# audio_pwm_dac_flat

==> audio_pwm_dac_flat/final_clocks.png <==
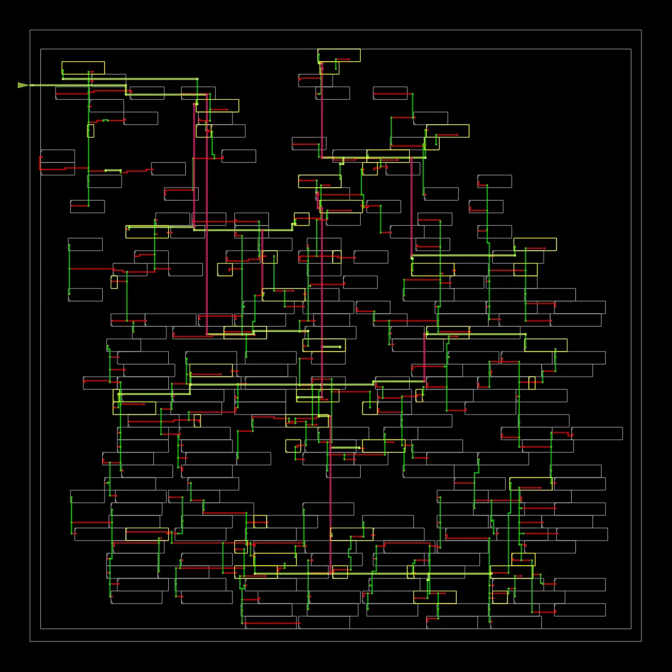

[src/rtl/audio_pwm_dac_if.sv]
// CPU data-bus port of the audio PWM DAC: byte address, write data and strobe in, combinational read data out.
interface audio_pwm_dac_if;
    logic [31:0] bus_addr;
    logic [31:0] bus_wdata;
    logic        bus_we;
    logic [31:0] bus_rdata;

    modport master (output bus_addr, output bus_wdata, output bus_we, input bus_rdata);
    modport slave  (input bus_addr, input bus_wdata, input bus_we, output bus_rdata);
endinterface

[src/rtl/audio_pwm_dac.sv]
// Memory-mapped PCM sample FIFO + sample-rate timer + PWM generator; AUDIO_PWM_IRQ_EN enables the low-watermark irq.
// Latency: register writes land next cycle, reads are combinational, pwm_out lags the PWM counter by one cycle.
// Backpressure: none on the bus; pushes into a full FIFO are dropped (overflow), pops from empty hold the duty (underrun).
module audio_pwm_dac #(
    parameter logic [31:0] BASE_ADDR  = 32'h8000_0000,
    parameter int          FIFO_DEPTH = 16,
    parameter int          PWM_BITS   = 8,
    parameter int          DIV_W      = 16
) (
    input  logic             clk,
    input  logic             rst_n,
    audio_pwm_dac_if.slave   bus,
    output logic             pwm_out,
    output logic             fifo_irq
);

    localparam int                AW        = $clog2(FIFO_DEPTH);
    localparam logic [AW:0]       DEPTH_CNT = (AW+1)'(FIFO_DEPTH);
    localparam logic [PWM_BITS-1:0] PWM_MAX = '1;

    typedef struct packed {
        logic [15:0] rsvd_hi;
        logic [7:0]  count;
        logic [3:0]  rsvd_lo;
        logic        overflow;
        logic        underrun;
        logic        full;
        logic        empty;
    } status_t;

    logic                hit;
    logic [1:0]          reg_sel;
    logic                wr_data, wr_ctrl, wr_div, wr_stat;

    logic [PWM_BITS-1:0] mem [FIFO_DEPTH];
    logic [AW-1:0]       wr_ptr, rd_ptr;
    logic [AW:0]         count;
    logic                empty, full;
    logic                do_push, do_pop;

    logic                en;
    logic [DIV_W-1:0]    div_reg, div_cnt;
    logic                tick;
    logic                underrun, overflow;
    logic [PWM_BITS-1:0] pwm_cnt, duty, duty_pend;
    status_t             status;
    logic                unused_bits;

    assign hit     = bus.bus_addr[31:4] == BASE_ADDR[31:4];
    assign reg_sel = bus.bus_addr[3:2];
    assign wr_data = bus.bus_we && hit && (reg_sel == 2'd0);
    assign wr_ctrl = bus.bus_we && hit && (reg_sel == 2'd1);
    assign wr_div  = bus.bus_we && hit && (reg_sel == 2'd2);
    assign wr_stat = bus.bus_we && hit && (reg_sel == 2'd3);

    assign unused_bits = ^{bus.bus_addr[1:0], bus.bus_wdata[31:PWM_BITS]};

    assign empty = (count == '0);
    assign full  = (count == DEPTH_CNT);

    // ">=" rather than "==" so a DIV written below the running count wraps on the next cycle.
    assign tick    = en && (div_cnt >= div_reg);
    assign do_pop  = tick && !empty;
    assign do_push = wr_data && (!full || do_pop);

    always_ff @(posedge clk) begin
        if (do_push) begin
            mem[wr_ptr] <= bus.bus_wdata[PWM_BITS-1:0];
        end
    end

    always_ff @(posedge clk) begin
        if (!rst_n) begin
            wr_ptr    <= '0;
            rd_ptr    <= '0;
            count     <= '0;
            en        <= 1'b0;
            div_reg   <= '1;
            div_cnt   <= '0;
            underrun  <= 1'b0;
            overflow  <= 1'b0;
            pwm_cnt   <= '0;
            duty      <= '0;
            duty_pend <= '0;
            pwm_out   <= 1'b0;
        end else begin
            if (do_push) wr_ptr <= wr_ptr + AW'(1);
            if (do_pop)  rd_ptr <= rd_ptr + AW'(1);
            case ({do_push, do_pop})
                2'b10:   count <= count + (AW+1)'(1);
                2'b01:   count <= count - (AW+1)'(1);
                default: ;
            endcase
            if (do_pop)  duty_pend <= mem[rd_ptr];
            if (wr_ctrl) en        <= bus.bus_wdata[0];
            if (wr_div)  div_reg   <= bus.bus_wdata[DIV_W-1:0];

            // Sticky flags: a same-cycle set beats the write-1-clear.
            underrun <= (underrun && !(wr_stat && bus.bus_wdata[2])) || (tick && empty);
            overflow <= (overflow && !(wr_stat && bus.bus_wdata[3])) || (wr_data && full && !do_pop);

            if (!en) begin
                div_cnt <= '0;
                pwm_cnt <= '0;
                pwm_out <= 1'b0;
            end else begin
                div_cnt <= tick ? '0 : div_cnt + DIV_W'(1);
                pwm_cnt <= pwm_cnt + PWM_BITS'(1);
                if (pwm_cnt == PWM_MAX) duty <= duty_pend;
                pwm_out <= (pwm_cnt < duty);
            end
        end
    end

`ifdef AUDIO_PWM_IRQ_EN
    localparam logic [AW:0] HALF_CNT = (AW+1)'(FIFO_DEPTH / 2);

    always_ff @(posedge clk) begin
        if (!rst_n) begin
            fifo_irq <= 1'b0;
        end else begin
            fifo_irq <= en && (count <= HALF_CNT);
        end
    end
`else
    assign fifo_irq = 1'b0;
`endif

    always_comb begin
        status          = '0;
        status.count    = 8'(count);
        status.overflow = overflow;
        status.underrun = underrun;
        status.full     = full;
        status.empty    = empty;

        bus.bus_rdata = '0;
        if (hit) begin
            case (reg_sel)
                2'd1:    bus.bus_rdata = {31'b0, en};
                2'd2:    bus.bus_rdata = 32'(div_reg);
                2'd3:    bus.bus_rdata = status;
                default: bus.bus_rdata = '0;
            endcase
        end
    end

endmodule

[src/flat_wrapper.sv]
// flat-port wrapper written by rule: the top's interface ports become plain ports
module audio_pwm_dac_flat 
#(
    parameter logic [31:0] BASE_ADDR  = 32'h8000_0000,
    parameter int          FIFO_DEPTH = 16,
    parameter int          PWM_BITS   = 8,
    parameter int          DIV_W      = 16
)
  (clk, rst_n, pwm_out, fifo_irq, bus_bus_addr, bus_bus_wdata, bus_bus_we, bus_bus_rdata);
  audio_pwm_dac_if bus_i ();
  input  logic clk;
  input  logic rst_n;
  output logic pwm_out;
  output logic fifo_irq;
  input wire logic [$bits(bus_i.bus_addr)-1:0] bus_bus_addr;
  input wire logic [$bits(bus_i.bus_wdata)-1:0] bus_bus_wdata;
  input wire logic [$bits(bus_i.bus_we)-1:0] bus_bus_we;
  output wire logic [$bits(bus_i.bus_rdata)-1:0] bus_bus_rdata;
  assign bus_i.bus_addr = bus_bus_addr;
  assign bus_i.bus_wdata = bus_bus_wdata;
  assign bus_i.bus_we = bus_bus_we;
  assign bus_bus_rdata = bus_i.bus_rdata;
  audio_pwm_dac #(.BASE_ADDR(BASE_ADDR), .FIFO_DEPTH(FIFO_DEPTH), .PWM_BITS(PWM_BITS), .DIV_W(DIV_W)) u_core (.clk(clk), .rst_n(rst_n), .bus(bus_i), .pwm_out(pwm_out), .fifo_irq(fifo_irq));
endmodule
[config.mk]
export PLATFORM = sky130hd
export DESIGN_NAME = audio_pwm_dac_flat
export DESIGN_NICKNAME = d
export VERILOG_FILES = /design/src/rtl/audio_pwm_dac_if.sv /design/src/rtl/audio_pwm_dac.sv /design/src/flat_wrapper.sv
export SDC_FILE = /design/constraint.sdc
export NUM_CORES = 1
export LEC_CHECK = 0
export ABC_AREA = 1
export CAP_MARGIN = 20
export CORE_MARGIN = 2
export CORE_UTILIZATION = 55
export CTS_CLUSTER_DIAMETER = 40
export DETAILED_ROUTE_END_ITERATION = 6
export PLACE_DENSITY = 0.8
export SLEW_MARGIN = 20
export SYNTH_ARGS = -nofsm -noshare
export SYNTH_HDL_FRONTEND = slang
export SYNTH_SLANG_ARGS = --single-unit
[constraint.sdc]
create_clock -name clk -period 3.57 [get_ports clk]
set_input_delay 0.357 -clock clk [delete_from_list [all_inputs] [get_ports clk]]
set_output_delay 0.357 -clock clk [all_outputs]
set_load 0.02 [all_outputs]
# hazard_scoreboard

===== src/rtl/hazard_scoreboard.sv =====
// rtl/hazard_scoreboard.sv - Tuse/Tnew stall and bypass controller for the 5-stage pipeline (optional HAZARD_MD_EN md counter)
module hazard_scoreboard #(
    parameter int MD_MULT_CYCLES = 5,
    parameter int MD_DIV_CYCLES  = 10,
    parameter int MD_CNT_W       = 4
) (
    input  logic       clk,
    input  logic       reset,
    input  logic [4:0] d_rs,
    input  logic [4:0] d_rt,
    input  logic [1:0] d_tuse_rs,
    input  logic [1:0] d_tuse_rt,
    input  logic [4:0] d_wr_addr,
    input  logic [1:0] d_tnew,
    input  logic       d_md_start,
    input  logic       d_md_is_div,
    input  logic       d_md_use,
    output logic       stall,
    output logic       flush_de,
    output logic [1:0] fwd_d_rs,
    output logic [1:0] fwd_d_rt,
    output logic [1:0] fwd_e_rs,
    output logic [1:0] fwd_e_rt,
    output logic [1:0] fwd_m_rt,
    output logic       md_busy
);

    logic [4:0] e_rs, e_rt, e_addr;
    logic [1:0] e_tnew;
    logic [4:0] m_rt, m_addr;
    logic [1:0] m_tnew;
    logic [4:0] w_addr;

    logic [1:0] d_tnew_c;
    logic       rs_stall, rt_stall, md_stall;

    assign d_tnew_c = (d_tnew == 2'd3) ? 2'd2 : d_tnew;

    always_ff @(posedge clk or negedge reset) begin
        if (!reset) begin
            e_rs   <= '0;
            e_rt   <= '0;
            e_addr <= '0;
            e_tnew <= '0;
            m_rt   <= '0;
            m_addr <= '0;
            m_tnew <= '0;
            w_addr <= '0;
        end else begin
            if (stall) begin
                e_rs   <= '0;
                e_rt   <= '0;
                e_addr <= '0;
                e_tnew <= '0;
            end else begin
                e_rs   <= d_rs;
                e_rt   <= d_rt;
                e_addr <= d_wr_addr;
                e_tnew <= d_tnew_c;
            end
            m_rt   <= e_rt;
            m_addr <= e_addr;
            m_tnew <= (e_tnew == 2'd0) ? 2'd0 : e_tnew - 2'd1;
            w_addr <= m_addr;
        end
    end

    // Returns {stall, fwd}; the youngest matching stage decides alone.
    function automatic logic [2:0] d_resolve(input logic [4:0] r, input logic [1:0] tuse);
        logic [2:0] res;
        res = 3'b000;
        if (tuse != 2'd3 && r != 5'd0) begin
            if (r == e_addr) begin
                res[2]   = (e_tnew > tuse);
                res[1:0] = (e_tnew == 2'd0) ? 2'd1 : 2'd0;
            end else if (r == m_addr) begin
                res[2]   = (m_tnew > tuse);
                res[1:0] = (m_tnew == 2'd0) ? 2'd2 : 2'd0;
            end else if (r == w_addr) begin
                res[1:0] = 2'd3;
            end
        end
        return res;
    endfunction

    function automatic logic [1:0] e_resolve(input logic [4:0] r);
        logic [1:0] sel;
        sel = 2'd0;
        if (r != 5'd0) begin
            if (r == m_addr && m_tnew == 2'd0)
                sel = 2'd2;
            else if (r == w_addr)
                sel = 2'd3;
        end
        return sel;
    endfunction

    always_comb begin
        logic [2:0] rs_res, rt_res;
        rs_res   = d_resolve(d_rs, d_tuse_rs);
        rt_res   = d_resolve(d_rt, d_tuse_rt);
        rs_stall = rs_res[2];
        rt_stall = rt_res[2];
        fwd_d_rs = rs_res[1:0];
        fwd_d_rt = rt_res[1:0];
        fwd_e_rs = e_resolve(e_rs);
        fwd_e_rt = e_resolve(e_rt);
        fwd_m_rt = (m_rt != 5'd0 && m_rt == w_addr) ? 2'd3 : 2'd0;
    end

`ifdef HAZARD_MD_EN
    localparam logic [MD_CNT_W-1:0] MULT_LOAD = MD_CNT_W'(MD_MULT_CYCLES);
    localparam logic [MD_CNT_W-1:0] DIV_LOAD  = MD_CNT_W'(MD_DIV_CYCLES);

    logic [MD_CNT_W-1:0] md_cnt;

    // A start is itself an md use, so a reload can only happen once the counter has drained.
    always_ff @(posedge clk or negedge reset) begin
        if (!reset)
            md_cnt <= '0;
        else if (d_md_start && !stall)
            md_cnt <= d_md_is_div ? DIV_LOAD : MULT_LOAD;
        else if (md_cnt != '0)
            md_cnt <= md_cnt - 1'b1;
    end

    assign md_busy  = (md_cnt != '0);
    assign md_stall = d_md_use & md_busy;
`else
    logic unused_md;
    assign unused_md = ^{d_md_start, d_md_is_div, d_md_use,
                         MD_MULT_CYCLES[0], MD_DIV_CYCLES[0], MD_CNT_W[0]};
    assign md_busy  = 1'b0;
    assign md_stall = 1'b0;
`endif

    assign stall    = rs_stall | rt_stall | md_stall;
    assign flush_de = stall;

endmodule


===== config.mk =====
export PLATFORM = sky130hd
export DESIGN_NAME = hazard_scoreboard
export DESIGN_NICKNAME = d
export VERILOG_FILES = /design/src/rtl/hazard_scoreboard.sv
export SDC_FILE = /design/constraint.sdc
export NUM_CORES = 1
export LEC_CHECK = 0
export ABC_AREA = 0
export CELL_PAD_IN_SITES_DETAIL_PLACEMENT = 0
export CELL_PAD_IN_SITES_GLOBAL_PLACEMENT = 1
export CORE_MARGIN = 1
export CORE_UTILIZATION = 44
export CTS_CLUSTER_DIAMETER = 50
export CTS_CLUSTER_SIZE = 30
export DETAILED_ROUTE_END_ITERATION = 10
export GPL_TIMING_DRIVEN = 0
export MAX_ROUTING_LAYER = met4
export PLACE_DENSITY_LB_ADDON = 0.1
export SYNTH_ARGS = -nofsm -noshare
export SYNTH_HDL_FRONTEND = slang
export SYNTH_SLANG_ARGS = --single-unit

===== constraint.sdc =====
create_clock -name clk -period 8.3 [get_ports clk]
set_input_delay 2.075 -clock clk [delete_from_list [all_inputs] [get_ports clk]]
set_output_delay 2.075 -clock clk [all_outputs]
set_load 0.005 [all_outputs]

==> audio_pwm_dac_flat/port_nets.png <==
Scale: 3 px per um.
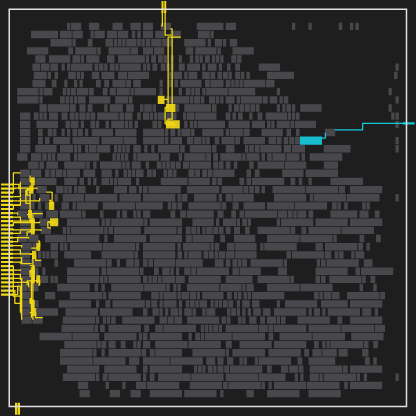
Key: yellow = `bus_bus_addr` [direction input, edge 28 left, 2 bottom, 2 top, end cells 21, wire 415 um]; cyan = `pwm_out` [direction output, edge right, end cells 1, wire 28.5 um]
IO buf count: 65
I/O Pins: 101

About audio_pwm_dac_flat/final_clocks.png:
cts bufs inserted: 27
seq_cells: 201
Late-Pin Clk Latency: 0.53 ns
clk_skew: 0.02905 ns
Clock Power: 0.00250 W

==> out/qor.yml, audio_pwm_dac_flat <==
yosys:
  synth-warning-count: 0
  ys_async_sr_fraction: 0
  ys_sh_aoi: 0.1245
detailed_routing:
  dr.pass1.iters: 5
  wl_met1_mm: 8.558
  wl_met3_mm: 1.624
  drc: 0
finish:
  area_growth_syn_to_layout_pct: 19.37
  final_util: 0.6741
  logic_area_um2: 3162
run:
  cap_violations: 0
final_timing:
  min_period_ns: 2.894
  final_hold_viol_count: 0
  drv_slew: 0
clock_tree:
  clock-root-buffer: "clkbuf_16"
  cts_setup_buffers: 0
  holdBufCountCts: 0
global_route:
  grt.met2_usage: 0.3915
  grt_pass1_vias: 6639
  grt_max_degree: 44
placement:
  dp_hpwl_mm: 13.49
  postPlaceCellArea_um2: 9899
worst_setup_path:
  critical_path_arrival_ns: 2.54
  reg2reg_from: "u_core.div_cnt[0]$_SDFF_PP0_"
outcome:
  status: "completed"
floorplanning:
  chipArea_um2: 17410
worst_hold_path:
  hp-start: "bus_bus_wdata[12]"
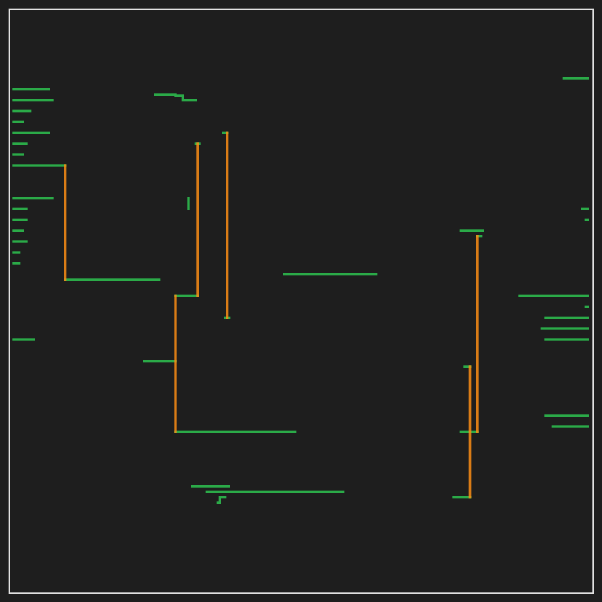
(hazard_scoreboard/metal_stack.png)
Scale: 8 px per um. Two of the layers only.
Key: orange = met4 [wire length 114 um]; green = met3 [wire length 163 um]
Vias: 1,640
Total Wirelength: 5.000 mm
GR Util All Layers: 0.2240
WL/cell: 16.03 um

==> out/qor.yml, hazard_scoreboard <==
outcome:
  status: "completed"
finish:
  final_cell_count_no_fill: 312
  comb_area_frac: 0.4563
  final_cell_mix: "34 x dfrtp_1, 33 x clkdlybuf4s50_1, 32 x xor2_1"
yosys:
  ys_types: 40
  ys_async_sr_fraction: 1.000
  most_common_cell: "dfrtp_1"
  ys_cells: 203
global_route:
  met3_usage: 0.03315
  grt_pass1_vias: 1703
  grt.overflow.total: 0
clock_tree:
  clk_path_buf_depth: 2
  cts_sinks: 34
  cts-resized-gates: 0
floorplanning:
  chipArea_um2: 5301
pwr:
  swShare: 0.2922
  p_per_area_nw_per_um2: 155.4
final_timing:
  drv_slew: 0
worst_setup_path:
  cp_slowest_cell: "clkdlybuf4s50_1"
  endpoint: "stall"
  ff2ff_setup_slack_ns: 6.16
  crit_fanout: 9
detailed_routing:
  dr.pass1.iters: 4

# panda_risc_v_if_res_fifo_flat

==> panda_risc_v_if_res_fifo_flat/met2.png <==
Scale: 1.5 px per um.
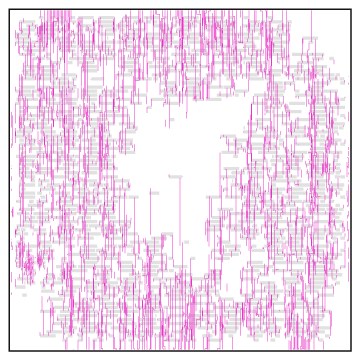

[config.mk]
export PLATFORM = sky130hd
export DESIGN_NAME = panda_risc_v_if_res_fifo_flat
export DESIGN_NICKNAME = d
export VERILOG_FILES = /design/src/rtl/panda_risc_v_if_res_fifo_if.sv /design/src/rtl/panda_risc_v_if_res_fifo.sv /design/src/flat_wrapper.sv
export SDC_FILE = /design/constraint.sdc
export NUM_CORES = 1
export LEC_CHECK = 0
export ABC_CLOCK_PERIOD_IN_PS = 7800
export CAP_MARGIN = 30
export CORE_MARGIN = 3
export CORE_UTILIZATION = 40
export DETAILED_ROUTE_END_ITERATION = 12
export GPL_ROUTABILITY_DRIVEN = 0
export PLACE_DENSITY = 0.61
export SLEW_MARGIN = 20
export SYNTH_ARGS = -nofsm -noshare
export SYNTH_HDL_FRONTEND = slang
export SYNTH_SLANG_ARGS = --single-unit
[constraint.sdc]
create_clock -name clk -period 7.8 [get_ports clk]
set_clock_uncertainty 0.1 [all_clocks]
set_input_delay 2.34 -clock clk [delete_from_list [all_inputs] [get_ports clk]]
set_output_delay 2.34 -clock clk [all_outputs]
set_load 0.1 [all_outputs]
[src/rtl/panda_risc_v_if_res_fifo_if.sv]
// Valid/ready stream carrying one fetch result: {PC, predecode, inst} data plus its msg bits.
interface panda_risc_v_if_res_fifo_if #(
    parameter int DATA_WIDTH = 128,
    parameter int MSG_WIDTH  = 4
);
    logic [DATA_WIDTH-1:0] data;
    logic [MSG_WIDTH-1:0]  msg;
    logic                  valid;
    logic                  ready;

    modport master (output data, output msg, output valid, input ready);
    modport slave  (input data, input msg, input valid, output ready);
endinterface

[src/rtl/panda_risc_v_if_res_fifo.sv]
// Fetch-result queue between the IFU and decode: first-word-fall-through FIFO with
// single-cycle flush and occupancy status for fetch throttling.
module panda_risc_v_if_res_fifo #(
    parameter int FIFO_DEPTH = 4,
    parameter int DATA_WIDTH = 128,
    parameter int MSG_WIDTH  = 4,
    parameter int AFULL_TH   = 3
) (
    input  logic                           clk,
    input  logic                           sys_rst,
    input  logic                           flush_req,
    panda_risc_v_if_res_fifo_if.slave      s_if_res,
    panda_risc_v_if_res_fifo_if.master     m_dcd,
    output logic [$clog2(FIFO_DEPTH):0]    buf_cnt,
    output logic                           buf_full,
    output logic                           buf_empty,
    output logic                           buf_afull
);
    localparam int AW = $clog2(FIFO_DEPTH);

    logic [DATA_WIDTH-1:0] mem_data [FIFO_DEPTH];
    logic [MSG_WIDTH-1:0]  mem_msg  [FIFO_DEPTH];
    logic [AW:0]           wptr;
    logic [AW:0]           rptr;
    logic                  wr;
    logic                  rd;

    // Extra MSB on each pointer distinguishes full from empty when the LSBs match.
    assign buf_full  = (wptr[AW-1:0] == rptr[AW-1:0]) && (wptr[AW] != rptr[AW]);
    assign buf_empty = (wptr == rptr);
    assign buf_cnt   = wptr - rptr;
    assign buf_afull = (buf_cnt >= (AW+1)'(AFULL_TH));

    assign s_if_res.ready = !buf_full && !flush_req;
    assign m_dcd.valid    = !buf_empty && !flush_req;
    assign m_dcd.data     = mem_data[rptr[AW-1:0]];
    assign m_dcd.msg      = mem_msg[rptr[AW-1:0]];

    assign wr = s_if_res.valid && s_if_res.ready;
    assign rd = m_dcd.valid && m_dcd.ready;

    always_ff @(posedge clk) begin
        if (sys_rst) begin
            wptr <= '0;
            rptr <= '0;
        end else if (flush_req) begin
            rptr <= wptr;
        end else begin
            if (wr) wptr <= wptr + (AW+1)'(1);
            if (rd) rptr <= rptr + (AW+1)'(1);
        end
    end

    // Entry storage is deliberately not reset; contents are only observed behind m_dcd.valid.
    always_ff @(posedge clk) begin
        if (!sys_rst && wr) begin
            mem_data[wptr[AW-1:0]] <= s_if_res.data;
            mem_msg[wptr[AW-1:0]]  <= s_if_res.msg;
        end
    end
endmodule
[src/flat_wrapper.sv]
// flat-port wrapper written by rule: the top's interface ports become plain ports
module panda_risc_v_if_res_fifo_flat 
#(
    parameter int FIFO_DEPTH = 4,
    parameter int DATA_WIDTH = 128,
    parameter int MSG_WIDTH  = 4,
    parameter int AFULL_TH   = 3
)
  (clk, sys_rst, flush_req, buf_cnt, buf_full, buf_empty, buf_afull, s_if_res_data, s_if_res_msg, s_if_res_valid, s_if_res_ready, m_dcd_data, m_dcd_msg, m_dcd_valid, m_dcd_ready);
  panda_risc_v_if_res_fifo_if #(.DATA_WIDTH(DATA_WIDTH), .MSG_WIDTH(MSG_WIDTH)) s_if_res_i ();
  panda_risc_v_if_res_fifo_if #(.DATA_WIDTH(DATA_WIDTH), .MSG_WIDTH(MSG_WIDTH)) m_dcd_i ();
  input  logic clk;
  input  logic sys_rst;
  input  logic flush_req;
  output logic [$clog2(FIFO_DEPTH):0] buf_cnt;
  output logic buf_full;
  output logic buf_empty;
  output logic buf_afull;
  input wire logic [$bits(s_if_res_i.data)-1:0] s_if_res_data;
  input wire logic [$bits(s_if_res_i.msg)-1:0] s_if_res_msg;
  input wire logic [$bits(s_if_res_i.valid)-1:0] s_if_res_valid;
  output wire logic [$bits(s_if_res_i.ready)-1:0] s_if_res_ready;
  output wire logic [$bits(m_dcd_i.data)-1:0] m_dcd_data;
  output wire logic [$bits(m_dcd_i.msg)-1:0] m_dcd_msg;
  output wire logic [$bits(m_dcd_i.valid)-1:0] m_dcd_valid;
  input wire logic [$bits(m_dcd_i.ready)-1:0] m_dcd_ready;
  assign s_if_res_i.data = s_if_res_data;
  assign s_if_res_i.msg = s_if_res_msg;
  assign s_if_res_i.valid = s_if_res_valid;
  assign s_if_res_ready = s_if_res_i.ready;
  assign m_dcd_data = m_dcd_i.data;
  assign m_dcd_msg = m_dcd_i.msg;
  assign m_dcd_valid = m_dcd_i.valid;
  assign m_dcd_i.ready = m_dcd_ready;
  panda_risc_v_if_res_fifo #(.FIFO_DEPTH(FIFO_DEPTH), .DATA_WIDTH(DATA_WIDTH), .MSG_WIDTH(MSG_WIDTH), .AFULL_TH(AFULL_TH)) u_core (.clk(clk), .sys_rst(sys_rst), .flush_req(flush_req), .s_if_res(s_if_res_i), .m_dcd(m_dcd_i), .buf_cnt(buf_cnt), .buf_full(buf_full), .buf_empty(buf_empty), .buf_afull(buf_afull));
endmodule
# store_buffer_flat

**src/rtl/store_buffer_if.sv**
```systemverilog
// Signal bundle between the memory stage, the store buffer and the data memory write port.
// The slave modport is the buffer's view; master is the view of its surroundings.
interface store_buffer_if #(
    parameter int DEPTH = 4
) ();
    localparam int CW = $clog2(DEPTH) + 1;

    logic          st_valid;
    logic          st_ready;
    logic [31:0]   st_addr;
    logic [31:0]   st_data;
    logic [2:0]    st_type;
    logic [31:0]   st_pc;
    logic          ld_valid;
    logic [31:0]   ld_addr;
    logic          ld_stall;
    logic          dm_ready;
    logic          dm_we;
    logic [31:0]   dm_addr;
    logic [31:0]   dm_wdata;
    logic [31:0]   dm_pc;
    logic [2:0]    dm_type;
    logic          err;
    logic [31:0]   err_pc;
    logic [CW-1:0] count;
    logic          empty;

    modport slave (
        input  st_valid, st_addr, st_data, st_type, st_pc,
        input  ld_valid, ld_addr, dm_ready,
        output st_ready, ld_stall,
        output dm_we, dm_addr, dm_wdata, dm_pc, dm_type,
        output err, err_pc, count, empty
    );

    modport master (
        output st_valid, st_addr, st_data, st_type, st_pc,
        output ld_valid, ld_addr, dm_ready,
        input  st_ready, ld_stall,
        input  dm_we, dm_addr, dm_wdata, dm_pc, dm_type,
        input  err, err_pc, count, empty
    );
endinterface

```
**src/rtl/store_buffer.sv**
```systemverilog
// FIFO store buffer between the memory stage and the data memory write port.
// It rejects misaligned or illegal stores and holds off loads that hit a pending store word.
module store_buffer #(
    parameter int DEPTH = 4,
    parameter int AW    = 10
) (
    input  logic           clk,
    input  logic           reset,
    store_buffer_if.slave  bus
);
    localparam int PW = $clog2(DEPTH);
    localparam int CW = PW + 1;

    localparam logic [2:0]    TYPE_WORD  = 3'b000;
    localparam logic [2:0]    TYPE_HALF  = 3'b001;
    localparam logic [2:0]    TYPE_BYTE  = 3'b010;
    localparam logic [CW-1:0] FULL_COUNT = CW'(DEPTH);
    localparam logic [CW-1:0] CNT_ZERO   = {CW{1'b0}};
    localparam logic [CW-1:0] CNT_ONE    = CW'(1);
    localparam logic [PW-1:0] PTR_ZERO   = {PW{1'b0}};
    localparam logic [PW-1:0] PTR_ONE    = PW'(1);

    // Alignment rules: words on 4-byte, halves on 2-byte, bytes anywhere.
    function automatic logic is_legal(input logic [2:0] typ, input logic [1:0] low);
        logic ok;
        ok = 1'b0;
        case (typ)
            TYPE_WORD: ok = (low == 2'b00);
            TYPE_HALF: ok = (low[0] == 1'b0);
            TYPE_BYTE: ok = 1'b1;
            default:   ok = 1'b0;
        endcase
        return ok;
    endfunction

    // Hazards are tracked per word, so byte/half stores block the whole word.
    function automatic logic same_word(input logic [31:0] a, input logic [31:0] b);
        return (a[AW+1:2] == b[AW+1:2]);
    endfunction

    logic [31:0]   addr_mem_r [DEPTH];
    logic [31:0]   data_mem_r [DEPTH];
    logic [31:0]   pc_mem_r   [DEPTH];
    logic [2:0]    type_mem_r [DEPTH];

    logic [PW-1:0] rd_ptr_r;
    logic [PW-1:0] wr_ptr_r;
    logic [CW-1:0] count_r;
    logic          err_r;
    logic [31:0]   err_pc_r;

    logic [PW-1:0] rd_ptr_nx_s;
    logic [PW-1:0] wr_ptr_nx_s;
    logic [CW-1:0] count_nx_s;
    logic          st_ready_s;
    logic          legal_s;
    logic          push_s;
    logic          reject_s;
    logic          dm_we_s;
    logic          pop_s;
    logic [DEPTH-1:0] entry_valid_s;
    logic          entry_hit_s;
    logic          push_hit_s;
    logic          ld_stall_s;

    // Accept/drain handshake decode; a full buffer refuses even if it pops this cycle.
    always_comb begin
        st_ready_s = (count_r != FULL_COUNT);
        legal_s    = is_legal(bus.st_type, bus.st_addr[1:0]);
        push_s     = bus.st_valid & st_ready_s & legal_s;
        reject_s   = bus.st_valid & st_ready_s & ~legal_s;
        dm_we_s    = (count_r != CNT_ZERO);
        pop_s      = dm_we_s & bus.dm_ready;
    end

    // Pointer and occupancy next-state.
    always_comb begin
        rd_ptr_nx_s = rd_ptr_r;
        wr_ptr_nx_s = wr_ptr_r;
        count_nx_s  = count_r;
        if (push_s) begin
            wr_ptr_nx_s = wr_ptr_r + PTR_ONE;
        end else begin
            wr_ptr_nx_s = wr_ptr_r;
        end
        if (pop_s) begin
            rd_ptr_nx_s = rd_ptr_r + PTR_ONE;
        end else begin
            rd_ptr_nx_s = rd_ptr_r;
        end
        case ({push_s, pop_s})
            2'b10:   count_nx_s = count_r + CNT_ONE;
            2'b01:   count_nx_s = count_r - CNT_ONE;
            default: count_nx_s = count_r;
        endcase
    end

    // An entry is live when its distance from the head is below the occupancy.
    always_comb begin
        entry_valid_s = {DEPTH{1'b0}};
        for (int i = 0; i < DEPTH; i++) begin
            entry_valid_s[i] = ({1'b0, PW'(i) - rd_ptr_r} < count_r);
        end
    end

    // Load hazard against buffered entries and against a store entering this cycle.
    always_comb begin
        entry_hit_s = 1'b0;
        for (int i = 0; i < DEPTH; i++) begin
            if (entry_valid_s[i] && same_word(addr_mem_r[i], bus.ld_addr)) begin
                entry_hit_s = 1'b1;
            end else begin
                entry_hit_s = entry_hit_s;
            end
        end
        push_hit_s = push_s & same_word(bus.st_addr, bus.ld_addr);
        ld_stall_s = bus.ld_valid & (entry_hit_s | push_hit_s);
    end

    // Control state; reset discards every pending store.
    always_ff @(posedge clk or negedge reset) begin
        if (!reset) begin
            rd_ptr_r <= PTR_ZERO;
            wr_ptr_r <= PTR_ZERO;
            count_r  <= CNT_ZERO;
            err_r    <= 1'b0;
            err_pc_r <= 32'h0000_0000;
        end else begin
            rd_ptr_r <= rd_ptr_nx_s;
            wr_ptr_r <= wr_ptr_nx_s;
            count_r  <= count_nx_s;
            err_r    <= reject_s;
            if (reject_s) begin
                err_pc_r <= bus.st_pc;
            end
        end
    end

    // Payload array; contents are only meaningful while the entry is live.
    always_ff @(posedge clk) begin
        if (push_s) begin
            addr_mem_r[wr_ptr_r] <= bus.st_addr;
            data_mem_r[wr_ptr_r] <= bus.st_data;
            pc_mem_r[wr_ptr_r]   <= bus.st_pc;
            type_mem_r[wr_ptr_r] <= bus.st_type;
        end
    end

    assign bus.st_ready = st_ready_s;
    assign bus.ld_stall = ld_stall_s;
    assign bus.dm_we    = dm_we_s;
    assign bus.dm_addr  = addr_mem_r[rd_ptr_r];
    assign bus.dm_wdata = data_mem_r[rd_ptr_r];
    assign bus.dm_pc    = pc_mem_r[rd_ptr_r];
    assign bus.dm_type  = type_mem_r[rd_ptr_r];
    assign bus.err      = err_r;
    assign bus.err_pc   = err_pc_r;
    assign bus.count    = count_r;
    assign bus.empty    = (count_r == CNT_ZERO);
endmodule

```
**src/flat_wrapper.sv**
```systemverilog
// flat-port wrapper written by rule: the top's interface ports become plain ports
module store_buffer_flat 
#(
    parameter int DEPTH = 4,
    parameter int AW    = 10
)
  (clk, reset, bus_st_valid, bus_st_addr, bus_st_data, bus_st_type, bus_st_pc, bus_ld_valid, bus_ld_addr, bus_dm_ready, bus_st_ready, bus_ld_stall, bus_dm_we, bus_dm_addr, bus_dm_wdata, bus_dm_pc, bus_dm_type, bus_err, bus_err_pc, bus_count, bus_empty);
  store_buffer_if #(.DEPTH(DEPTH)) bus_i ();
  input  logic clk;
  input  logic reset;
  input wire logic [$bits(bus_i.st_valid)-1:0] bus_st_valid;
  input wire logic [$bits(bus_i.st_addr)-1:0] bus_st_addr;
  input wire logic [$bits(bus_i.st_data)-1:0] bus_st_data;
  input wire logic [$bits(bus_i.st_type)-1:0] bus_st_type;
  input wire logic [$bits(bus_i.st_pc)-1:0] bus_st_pc;
  input wire logic [$bits(bus_i.ld_valid)-1:0] bus_ld_valid;
  input wire logic [$bits(bus_i.ld_addr)-1:0] bus_ld_addr;
  input wire logic [$bits(bus_i.dm_ready)-1:0] bus_dm_ready;
  output wire logic [$bits(bus_i.st_ready)-1:0] bus_st_ready;
  output wire logic [$bits(bus_i.ld_stall)-1:0] bus_ld_stall;
  output wire logic [$bits(bus_i.dm_we)-1:0] bus_dm_we;
  output wire logic [$bits(bus_i.dm_addr)-1:0] bus_dm_addr;
  output wire logic [$bits(bus_i.dm_wdata)-1:0] bus_dm_wdata;
  output wire logic [$bits(bus_i.dm_pc)-1:0] bus_dm_pc;
  output wire logic [$bits(bus_i.dm_type)-1:0] bus_dm_type;
  output wire logic [$bits(bus_i.err)-1:0] bus_err;
  output wire logic [$bits(bus_i.err_pc)-1:0] bus_err_pc;
  output wire logic [$bits(bus_i.count)-1:0] bus_count;
  output wire logic [$bits(bus_i.empty)-1:0] bus_empty;
  assign bus_i.st_valid = bus_st_valid;
  assign bus_i.st_addr = bus_st_addr;
  assign bus_i.st_data = bus_st_data;
  assign bus_i.st_type = bus_st_type;
  assign bus_i.st_pc = bus_st_pc;
  assign bus_i.ld_valid = bus_ld_valid;
  assign bus_i.ld_addr = bus_ld_addr;
  assign bus_i.dm_ready = bus_dm_ready;
  assign bus_st_ready = bus_i.st_ready;
  assign bus_ld_stall = bus_i.ld_stall;
  assign bus_dm_we = bus_i.dm_we;
  assign bus_dm_addr = bus_i.dm_addr;
  assign bus_dm_wdata = bus_i.dm_wdata;
  assign bus_dm_pc = bus_i.dm_pc;
  assign bus_dm_type = bus_i.dm_type;
  assign bus_err = bus_i.err;
  assign bus_err_pc = bus_i.err_pc;
  assign bus_count = bus_i.count;
  assign bus_empty = bus_i.empty;
  store_buffer #(.DEPTH(DEPTH), .AW(AW)) u_core (.clk(clk), .reset(reset), .bus(bus_i));
endmodule
```
**config.mk**
```make
export PLATFORM = sky130hd
export DESIGN_NAME = store_buffer_flat
export DESIGN_NICKNAME = d
export VERILOG_FILES = /design/src/rtl/store_buffer_if.sv /design/src/rtl/store_buffer.sv /design/src/flat_wrapper.sv
export SDC_FILE = /design/constraint.sdc
export NUM_CORES = 1
export LEC_CHECK = 0
export ABC_AREA = 1
export CAP_MARGIN = 30
export CORE_UTILIZATION = 55
export CTS_BUF_LIST = sky130_fd_sc_hd__clkbuf_8
export CTS_CLUSTER_DIAMETER = 150
export DETAILED_ROUTE_END_ITERATION = 16
export PLACE_DENSITY_LB_ADDON = 0.3
export SETUP_SLACK_MARGIN = 0.02
export SLEW_MARGIN = 15
export SYNTH_ARGS = -nofsm -noshare
export SYNTH_HDL_FRONTEND = slang
export SYNTH_SLANG_ARGS = --single-unit
```
**constraint.sdc**
```tcl
create_clock -name clk -period 14 [get_ports clk]
set_input_delay 2.1 -clock clk [delete_from_list [all_inputs] [get_ports clk]]
set_output_delay 2.1 -clock clk [all_outputs]
set_load 0.01 [all_outputs]
```
# sum_result_fifo

### src/rtl/sum_result_fifo.sv
// First-word-fall-through result FIFO behind the 16-bit adder; drops and flags results when full.
// Optional drop counter enabled by defining SUM_RESULT_FIFO_DROP_CNT_EN.
module sum_result_fifo #(
   parameter int W     = 16,
   parameter int DEPTH = 4
) (
   input  logic                     clk,
   input  logic                     rst_n,
   input  logic                     in_valid,
   input  logic [W-1:0]             in_data,
   output logic                     out_valid,
   input  logic                     out_ready,
   output logic [W-1:0]             out_data,
   output logic [$clog2(DEPTH):0]   count,
   output logic                     overflow,
   input  logic                     clr_ovf
`ifdef SUM_RESULT_FIFO_DROP_CNT_EN
   ,
   output logic [7:0]               drop_cnt
`endif
);

   localparam int AW = $clog2(DEPTH);
   localparam logic [AW:0] FULL_CNT = (AW+1)'(DEPTH);

   typedef enum logic [1:0] {EMPTY, PARTIAL, FULL} occ_t;

   logic [W-1:0]  mem [DEPTH];
   logic [AW-1:0] wp;
   logic [AW-1:0] rp;
   occ_t          state;
   logic          push;
   logic          pop;
   logic          drop;

   function automatic logic [7:0] sat_inc8(input logic [7:0] v);
      return (v == 8'hFF) ? v : v + 8'd1;
   endfunction

   always_comb begin
      state = PARTIAL;
      if (count == '0)
         state = EMPTY;
      else if (count == FULL_CNT)
         state = FULL;
   end

   assign out_valid = (state != EMPTY);
   assign out_data  = mem[rp];
   assign pop       = out_valid & out_ready;
   // A full FIFO still accepts a result when the head leaves on the same edge.
   assign push      = in_valid & ((state != FULL) | pop);
   assign drop      = in_valid & (state == FULL) & ~pop;

   always_ff @(posedge clk) begin
      if (push)
         mem[wp] <= in_data;
   end

   always_ff @(posedge clk or negedge rst_n) begin
      if (!rst_n) begin
         wp       <= '0;
         rp       <= '0;
         count    <= '0;
         overflow <= 1'b0;
      end else begin
         if (push)
            wp <= wp + 1'b1;
         if (pop)
            rp <= rp + 1'b1;
         case ({push, pop})
            2'b10:   count <= count + 1'b1;
            2'b01:   count <= count - 1'b1;
            default: count <= count;
         endcase
         // Set has priority over clear so a drop in the clearing cycle is not lost.
         if (drop)
            overflow <= 1'b1;
         else if (clr_ovf)
            overflow <= 1'b0;
      end
   end

`ifdef SUM_RESULT_FIFO_DROP_CNT_EN
   always_ff @(posedge clk or negedge rst_n) begin
      if (!rst_n)
         drop_cnt <= 8'd0;
      else if (drop)
         drop_cnt <= sat_inc8(drop_cnt);
   end
`endif

endmodule

### config.mk
export PLATFORM = sky130hd
export DESIGN_NAME = sum_result_fifo
export DESIGN_NICKNAME = d
export VERILOG_FILES = /design/src/rtl/sum_result_fifo.sv
export SDC_FILE = /design/constraint.sdc
export NUM_CORES = 1
export LEC_CHECK = 0
export CAP_MARGIN = 10
export CORE_AREA = 2 2 70 85
export CTS_CLUSTER_SIZE = 8
export DETAILED_ROUTE_END_ITERATION = 6
export DIE_AREA = 0 0 72 87
export GPL_TIMING_DRIVEN = 0
export PLACE_DENSITY = 0.75
export SLEW_MARGIN = 20
export SYNTH_ARGS = -nofsm -noshare
export SYNTH_HDL_FRONTEND = slang
export SYNTH_SLANG_ARGS = --single-unit
### constraint.sdc
create_clock -name clk -period 2.2 [get_ports clk]
set_input_delay 0.33 -clock clk [delete_from_list [all_inputs] [get_ports clk]]
set_output_delay 0.33 -clock clk [all_outputs]
set_load 0.02 [all_outputs]
# muldiv_iter_unit

==> src/rtl/butterfly_pkg.sv <==
// Shared ButterFly execute-stage types for the M-extension unit.
// funct3-encoded multiply/divide operations.
package butterfly_pkg;

  typedef enum logic [2:0] {
    MUL    = 3'd0,
    MULH   = 3'd1,
    MULHSU = 3'd2,
    MULHU  = 3'd3,
    DIV    = 3'd4,
    DIVU   = 3'd5,
    REM    = 3'd6,
    REMU   = 3'd7
  } muldiv_op_e;

  function automatic logic is_div_op(muldiv_op_e op);
    return op inside {DIV, DIVU, REM, REMU};
  endfunction

endpackage

==> src/rtl/muldiv_iter_step.sv <==
// One combinational iteration: shift-add multiply bit or
// restoring-divide bit on the {hi,lo} accumulator pair.
module muldiv_iter_step #(
  parameter int XLEN = 32
) (
  input  logic            is_div,
  input  logic [XLEN-1:0] hi,
  input  logic [XLEN-1:0] lo,
  input  logic [XLEN-1:0] m,
  output logic [XLEN-1:0] hi_o,
  output logic [XLEN-1:0] lo_o
);

  logic [XLEN:0] sum;
  logic [XLEN:0] sh;
  logic [XLEN:0] diff;

  always_comb begin
    sum  = {1'b0, hi} + (lo[0] ? {1'b0, m} : '0);
    sh   = {hi, lo[XLEN-1]};
    diff = sh - {1'b0, m};
    hi_o = '0;
    lo_o = '0;
    if (is_div) begin
      // remainder < divisor, so a non-negative diff fits XLEN
      if (!diff[XLEN]) begin
        hi_o = diff[XLEN-1:0];
        lo_o = {lo[XLEN-2:0], 1'b1};
      end else begin
        hi_o = sh[XLEN-1:0];
        lo_o = {lo[XLEN-2:0], 1'b0};
      end
    end else begin
      hi_o = sum[XLEN:1];
      lo_o = {sum[0], lo[XLEN-1:1]};
    end
  end

endmodule

==> src/rtl/muldiv_iter_unit.sv <==
// Iterative RV32M/RV64M multiply/divide unit.
// Define BUTTERFLY_MULDIV_FASTMUL_EN for a single-cycle multiplier.
module muldiv_iter_unit
  import butterfly_pkg::*;
#(
  parameter int XLEN            = 32,
  parameter int STEPS_PER_CYCLE = 1
) (
  input  logic            clk_i,
  input  logic            rst_n_i,
  input  logic            valid_i,
  output logic            ready_o,
  input  muldiv_op_e      op_i,
  input  logic [XLEN-1:0] operand_a_i,
  input  logic [XLEN-1:0] operand_b_i,
  input  logic            flush_i,
  output logic            valid_o,
  input  logic            ready_i,
  output logic [XLEN-1:0] result_o,
  output logic            busy_o
);

  localparam int N  = XLEN / STEPS_PER_CYCLE;
  localparam int CW = $clog2(N) + 1;
  localparam logic [XLEN-1:0] MIN = {1'b1, {(XLEN-1){1'b0}}};

  typedef enum logic [2:0] {
    S_IDLE, S_PREP, S_CALC, S_FIXUP, S_DONE
  } state_e;

  state_e          state;
  muldiv_op_e      op_q;
  logic [XLEN-1:0] opa_q, opb_q, m_q, hi_q, lo_q, result_q;
  logic            sa_q, sb_q, valid_q;
  logic [CW-1:0]   cnt_q;

  logic            a_sgn, b_sgn, b_zero, ovf, spec_hit;
  logic [XLEN-1:0] a_mag, b_mag, spec_res, quot, rmd, fix_res;

  logic [XLEN-1:0] hi_c [STEPS_PER_CYCLE+1];
  logic [XLEN-1:0] lo_c [STEPS_PER_CYCLE+1];

  function automatic logic [XLEN-1:0] mul_sel(
    muldiv_op_e op, logic [2*XLEN-1:0] p, logic neg);
    logic [2*XLEN-1:0] s;
    s = neg ? -p : p;
    return (op == MUL) ? s[XLEN-1:0] : s[2*XLEN-1:XLEN];
  endfunction

  always_comb begin
    a_sgn    = (op_q inside {MULH, MULHSU, DIV, REM}) & opa_q[XLEN-1];
    b_sgn    = (op_q inside {MULH, DIV, REM}) & opb_q[XLEN-1];
    a_mag    = a_sgn ? -opa_q : opa_q;
    b_mag    = b_sgn ? -opb_q : opb_q;
    b_zero   = (opb_q == '0);
    ovf      = (op_q inside {DIV, REM}) && (opa_q == MIN) && (opb_q == '1);
    spec_hit = is_div_op(op_q) && (b_zero || ovf);
    spec_res = '0;
    if (b_zero)
      spec_res = (op_q inside {REM, REMU}) ? opa_q : '1;
    else
      spec_res = (op_q inside {REM, REMU}) ? '0 : MIN;
    quot    = (sa_q ^ sb_q) ? -lo_q : lo_q;
    rmd     = sa_q ? -hi_q : hi_q;
    fix_res = is_div_op(op_q)
            ? ((op_q inside {REM, REMU}) ? rmd : quot)
            : mul_sel(op_q, {hi_q, lo_q}, sa_q ^ sb_q);
  end

`ifdef BUTTERFLY_MULDIV_FASTMUL_EN
  logic [2*XLEN-1:0] fprod;
  assign fprod = {{XLEN{1'b0}}, a_mag} * {{XLEN{1'b0}}, b_mag};
`endif

  assign hi_c[0] = hi_q;
  assign lo_c[0] = lo_q;

  for (genvar g = 0; g < STEPS_PER_CYCLE; g++) begin : g_step
    muldiv_iter_step #(.XLEN(XLEN)) u_step (
      .is_div (is_div_op(op_q)),
      .hi     (hi_c[g]),
      .lo     (lo_c[g]),
      .m      (m_q),
      .hi_o   (hi_c[g+1]),
      .lo_o   (lo_c[g+1])
    );
  end

  always_ff @(posedge clk_i or negedge rst_n_i) begin
    if (!rst_n_i) begin
      state    <= S_IDLE;
      op_q     <= MUL;
      opa_q    <= '0;
      opb_q    <= '0;
      m_q      <= '0;
      hi_q     <= '0;
      lo_q     <= '0;
      result_q <= '0;
      sa_q     <= 1'b0;
      sb_q     <= 1'b0;
      valid_q  <= 1'b0;
      cnt_q    <= '0;
    end else if (flush_i) begin
      state   <= S_IDLE;
      valid_q <= 1'b0;
    end else begin
      unique case (state)
        S_IDLE: begin
          if (valid_i) begin
            op_q  <= op_i;
            opa_q <= operand_a_i;
            opb_q <= operand_b_i;
            state <= S_PREP;
          end
        end
        S_PREP: begin
          sa_q  <= a_sgn;
          sb_q  <= b_sgn;
          cnt_q <= '0;
          if (spec_hit) begin
            result_q <= spec_res;
            valid_q  <= 1'b1;
            state    <= S_DONE;
          end
`ifdef BUTTERFLY_MULDIV_FASTMUL_EN
          else if (!is_div_op(op_q)) begin
            result_q <= mul_sel(op_q, fprod, a_sgn ^ b_sgn);
            valid_q  <= 1'b1;
            state    <= S_DONE;
          end
`endif
          else begin
            m_q   <= is_div_op(op_q) ? b_mag : a_mag;
            lo_q  <= is_div_op(op_q) ? a_mag : b_mag;
            hi_q  <= '0;
            state <= S_CALC;
          end
        end
        S_CALC: begin
          hi_q  <= hi_c[STEPS_PER_CYCLE];
          lo_q  <= lo_c[STEPS_PER_CYCLE];
          cnt_q <= cnt_q + 1'b1;
          if (cnt_q == CW'(N - 1)) state <= S_FIXUP;
        end
        S_FIXUP: begin
          result_q <= fix_res;
          valid_q  <= 1'b1;
          state    <= S_DONE;
        end
        S_DONE: begin
          if (ready_i) begin
            valid_q <= 1'b0;
            state   <= S_IDLE;
          end
        end
        default: state <= S_IDLE;
      endcase
    end
  end

  assign ready_o  = (state == S_IDLE);
  assign busy_o   = (state != S_IDLE);
  assign valid_o  = valid_q;
  assign result_o = result_q;

endmodule

==> config.mk <==
export PLATFORM = sky130hd
export DESIGN_NAME = muldiv_iter_unit
export DESIGN_NICKNAME = d
export VERILOG_FILES = /design/src/rtl/butterfly_pkg.sv /design/src/rtl/muldiv_iter_step.sv /design/src/rtl/muldiv_iter_unit.sv
export SDC_FILE = /design/constraint.sdc
export NUM_CORES = 1
export LEC_CHECK = 0
export CAP_MARGIN = 30
export CORE_MARGIN = 4
export CORE_UTILIZATION = 56
export DETAILED_ROUTE_END_ITERATION = 12
export PLACE_DENSITY = 0.79
export SKIP_LAST_GASP = 1
export SYNTH_ARGS = -nofsm -noshare
export SYNTH_HDL_FRONTEND = slang
export SYNTH_HIERARCHICAL = 1
export SYNTH_SLANG_ARGS = --single-unit
==> constraint.sdc <==
create_clock -name clk_i -period 3.9 [get_ports clk_i]
set_input_delay 0.585 -clock clk_i [delete_from_list [all_inputs] [get_ports clk_i]]
set_output_delay 0.585 -clock clk_i [all_outputs]
set_load 0.01 [all_outputs]

==> screenshots <==
Metal 2.
image #1
Scale: 4 px per um.
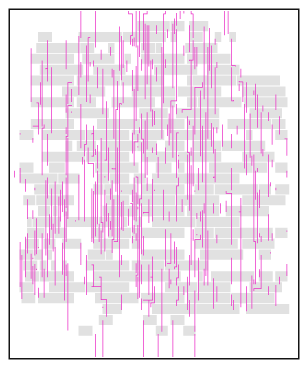
image #2
Scale: 2 px per um.
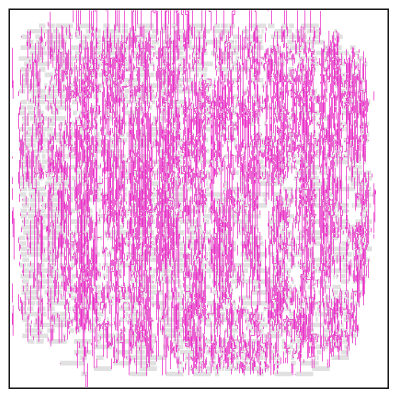
image #3
Scale: 2 px per um.
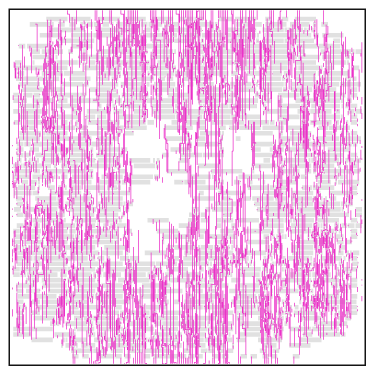
image #2: muldiv_iter_unit
image #1: sum_result_fifo
image #3: store_buffer_flat

Key to image #1:
187 nets have wire on it. The layer carries 2,400 um of wire. The layer holds 53% of the routed length. The wires run mostly vertical.

==> muldiv_iter_unit/final_clocks.png <==
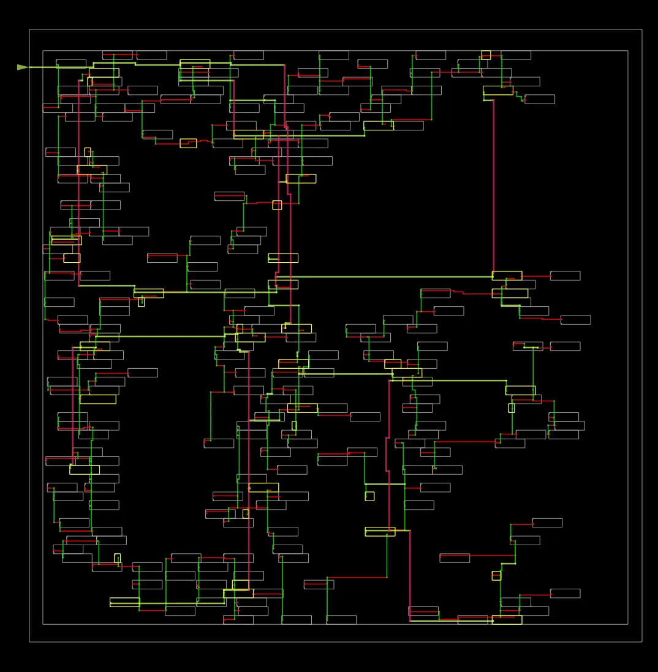
seq_cells: 207
clk_buf instances: 31
TritonCTS Sinks: 207

==> out/qor.yml, muldiv_iter_unit <==
final_timing:
  setup_tns_ns: 0
  finalSetupViolCount: 0
  max_freq_mhz: 268.1
yosys:
  ys_async_sr_fraction: 1.000
  top_cells_by_area: "dfrtp_1 28%, mux2_2 7.6%, a21oi_1 5.2%, nand2_1 4.9%, ha_1 4.8%"
worst_setup_path:
  reg2reg_from: "lo_q[0]$_DFFE_PN0P_"
  critical_path_arrival_ns: 4.15
  ff2ff_path_depth: 14
  worstSetupStartpoint: "lo_q[0]$_DFFE_PN0P_"
global_route:
  grt_max_degree: 90
  grt_pass1_wl_mm: 103.8
detailed_routing:
  wl_met3_mm: 7.714
  drc: 0
placement:
  dp.cells: 2759
pwr:
  p_int_w: 0.007510
  pg_comb_w: 0.00850
  clock_power_share: 0.158
  p_leak_nw: 9.240
clock_tree:
  htreeDepth: 1
floorplanning:
  rows: 65
finish:
  area_growth_syn_to_layout_pct: 14.25
  final_cell_count_no_fill: 2804
  seq_share: 0.2478
outcome:
  status: "completed"
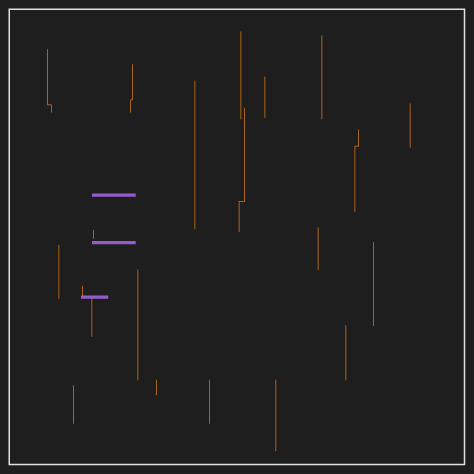
(panda_risc_v_if_res_fifo_flat/metal_stack.png)
Scale: 2 px per um. Two of the layers only.
Key: orange = met4 [wire length 650 um]; purple = met5 [wire length 52.4 um]
Vias: 8,879
GR Util All Layers: 0.1521
WL/cell: 22.22 um
Total Wirelength: 38.95 mm

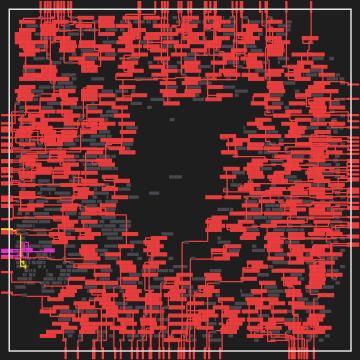
(panda_risc_v_if_res_fifo_flat/port_nets.png)
Scale: 1.5 px per um.
Key: red = `s_if_res_data` [direction input, edge 35 top, 32 right, 32 bottom, 29 left, end cells 512, wire 8,420 um]; yellow = `m_dcd_ready` [direction input, edge left, end cells 2, wire 32.4 um]; magenta = `buf_cnt` [direction output, edge left, end cells 3, wire 95.9 um]
IO buf count: 276
I/O Pins: 277

Notes on panda_risc_v_if_res_fifo_flat/met2.png above:
The wires run mostly vertical. 1,139 nets have wire on it. The longest straight run is 74.8 um. The layer carries 18,200 um of wire.
GR Layer Usage met2: 0.2319

==> out/qor.yml, panda_risc_v_if_res_fifo_flat <==
outcome:
  status: "completed"
worst_setup_path:
  worstSetupPathType: "in2out"
  cp.depth: 3
  max_stage_delay_ns: 0.59
finish:
  flop_area_um2: 16020
  logic_area_um2: 3337
global_route:
  grt_pass1_wl_mm: 58.55
  top_usage_layer: "met2"
pwr:
  p_leak_nw: 8.043
  seq_power_w: 0.00323
detailed_routing:
  wl_met3_mm: 3.528
yosys:
  simple_gate_share: 0.004298
  mux_share: 0.1537
  synth_area_um2: 19500
final_timing:
  finalCritPeriodShare: 0.7550
  drv_slew: 0
clock_tree:
  cts_buffers: 54
run:
  cap_violations: 0
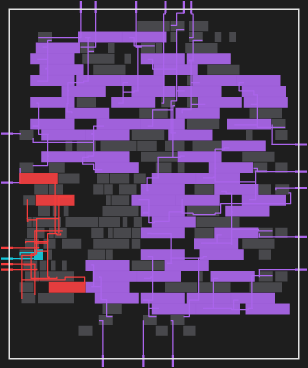
(sum_result_fifo/port_nets.png)
Scale: 4 px per um.
Key: purple = `in_data` [direction input, edge 6 top, 5 right, 3 bottom, 2 left, end cells 64, wire 713 um]; cyan = `out_valid` [direction output, edge left, end cells 1, wire 11.7 um]; red = `count` [direction output, edge left, end cells 3, wire 163 um]
I/O Pins: 42
IO buf count: 41

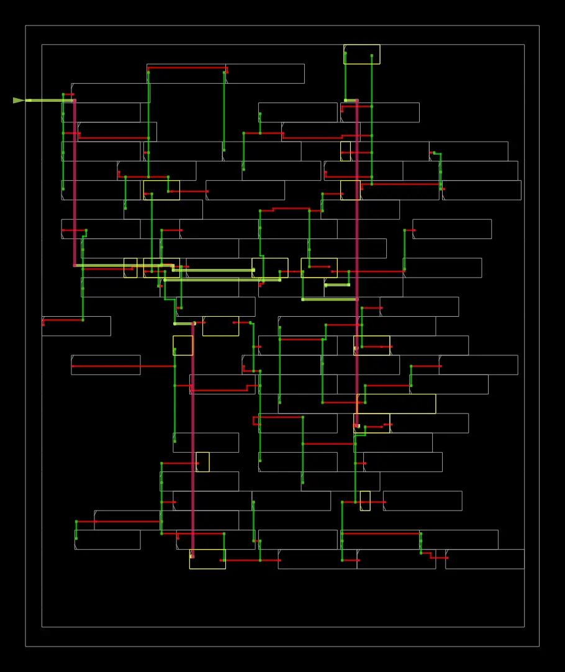
(sum_result_fifo/final_clocks.png)
cts bufs inserted: 9
clk_buf instances: 9
Late-Pin Clk Latency: 0.34 ns

==> out/qor.yml, sum_result_fifo <==
floorplanning:
  fp_util: 0.5057
pwr:
  seq_power_w: 0.00196
  p_comb_frac: 0.367
  p_sw_w: 0.001488
  clock_power_share: 0.210
clock_tree:
  htreeDepth: 3
  cts_sinks: 72
worst_setup_path:
  ff2ff_path_depth: 9
  critical_path_buf_inv_count: 3
  cpMostUsedCell: "buf_12"
yosys:
  ys_area_um2: 2790
  common_cells: "64 x edfxtp_1, 16 x mux4_2, 8 x dfrtp_1, 7 x inv_1, 5 x ha_1"
  logic_family: "multiplexers"
global_route:
  antenna_found_initial: 0
  met3_usage: 0.03009
  top_usage_layer: "met2"
final_timing:
  min_period_ns: 2.147
  fin_skew_ns: 0.006952
  worst_slew_margin_rel: 0.4296
detailed_routing:
  top_layer_used: "met4"
  dr.first_iter.drc_count: 114
  dr.pass1.iters: 4
outcome:
  status: "completed"
run:
  cap_violations: 0
placement:
  postPlaceCellArea_um2: 3281
  dp_hpwl_mm: 2.986
  pre_cts_ws_ns: -0.2368
finish:
  final_common_cell: "edfxtp_1"
  flop_area_um2: 2125
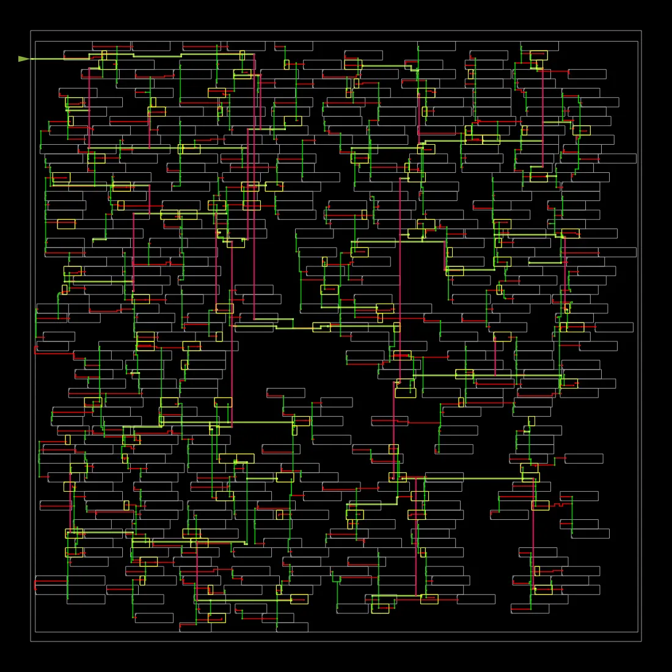
(store_buffer_flat/final_clocks.png)
Clock Power: 0.000983 W
Late-Pin Clk Latency: 0.56 ns
cts bufs inserted: 69

==> out/qor.yml, store_buffer_flat <==
outcome:
  status: "completed"
worst_setup_path:
  cpMostUsedCell: "buf_4"
  required_ns: 11.90
  cp.depth: 8
yosys:
  ys_seq_frac: 0.7637
  yosys.area_share.adder: 0.007856
  simple_gate_share: 0.1376
  top_cells_by_area: "edfxtp_1 70%, nand2_1 6.9%, dfrtp_1 5.9%, nand3_1 5.5%, a22oi_1 4.4%"
detailed_routing:
  wl_met3_mm: 3.311
  top_layer_used: "met5"
global_route:
  grt_pass1_wl_mm: 57.79
  antenna_found_initial: 2
  grt.overflow.total: 0
finish:
  nNonClkBuffers: 268
  stdcell_area_um2: 21120
  logic_area_um2: 3511
  seq_share: 0.6109
clock_tree:
  cts_setup_buffers: 0
  cts_sinks: 436
pwr:
  p_total_w: 0.004051
  clock_power_share: 0.243
worst_hold_path:
  whs_endpoint: "u_core.bus.err_pc[2]$_DFFE_PN0P_"
floorplanning:
  fp_util: 0.5636


## Gallery

I/O nets highlighted.
Plate I
Scale: 4 px per um.
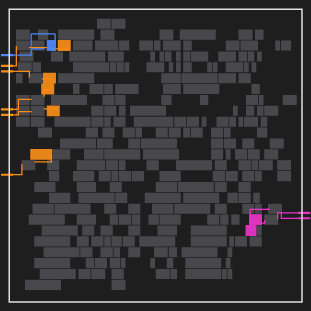
Plate II
Scale: 2 px per um.
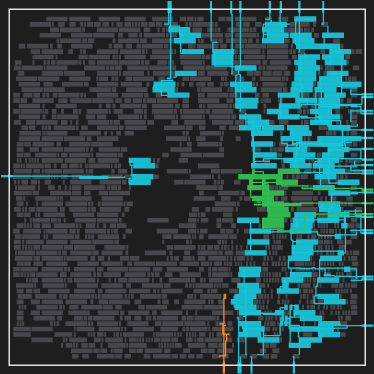
Plate III
Scale: 2 px per um.
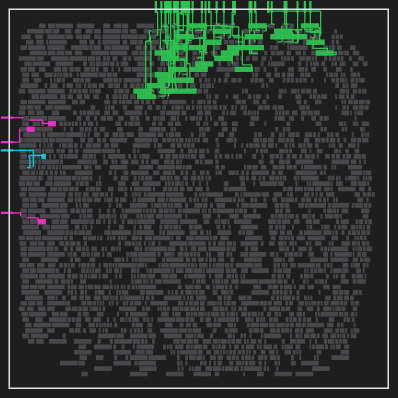
hazard_scoreboard: Plate I
muldiv_iter_unit: Plate III
store_buffer_flat: Plate II

Key to Plate II:
Key: green = `bus_st_type` [direction input, edge right, end cells 15, wire 262 um]; orange = `bus_empty` [direction output, edge bottom, end cells 1, wire 59.1 um]; cyan = `bus_st_addr` [direction input, edge 18 right, 9 top, 4 bottom, 1 left, end cells 144, wire 1,890 um]


==> layout pictures side by side <==
Zoomed window.
(a)
Window x 160 to 180, y 160 to 180 um. Cells in gray, sequential cells in the stronger gray; small squares are vias.
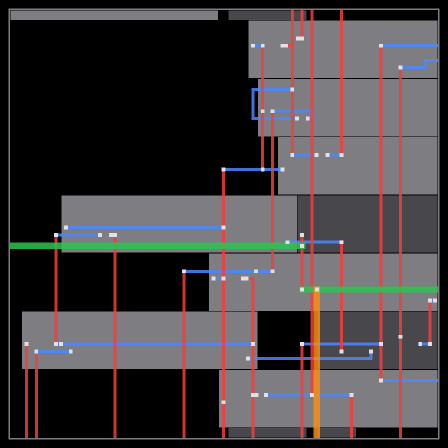
(b)
Window x 45 to 65, y 45 to 65 um. Cells in gray, sequential cells in the stronger gray; small squares are vias.
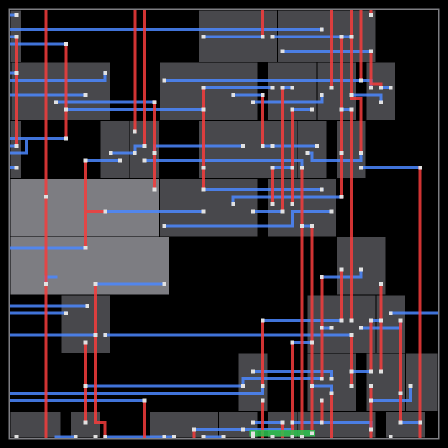
(c)
Window x 89 to 109, y 89 to 109 um. Cells in gray, sequential cells in the stronger gray; small squares are vias.
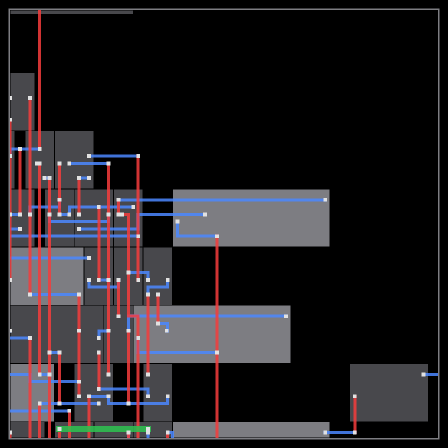
(d)
Window x 44 to 64, y 55 to 75 um. Cells in gray, sequential cells in the stronger gray; small squares are vias.
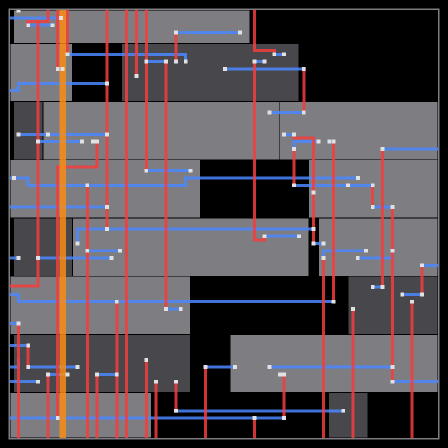
(e)
Window x 123 to 143, y 123 to 143 um. Cells in gray, sequential cells in the stronger gray; small squares are vias.
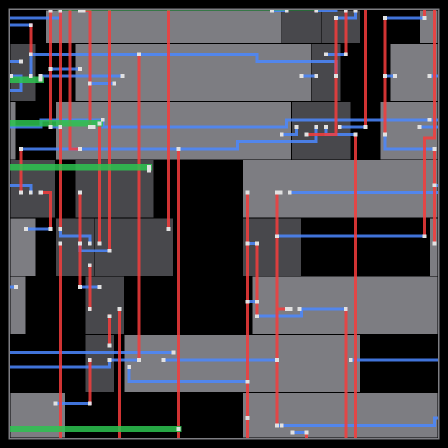
(f)
Window x 132 to 152, y 132 to 152 um. Cells in gray, sequential cells in the stronger gray; small squares are vias.
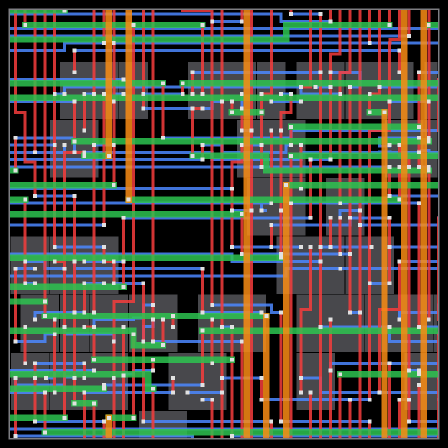
(f): muldiv_iter_unit
(e): store_buffer_flat
(d): sum_result_fifo
(a): panda_risc_v_if_res_fifo_flat
(b): hazard_scoreboard
(c): audio_pwm_dac_flat

No activity file was given, so power comes from the tool's default toggle rates.
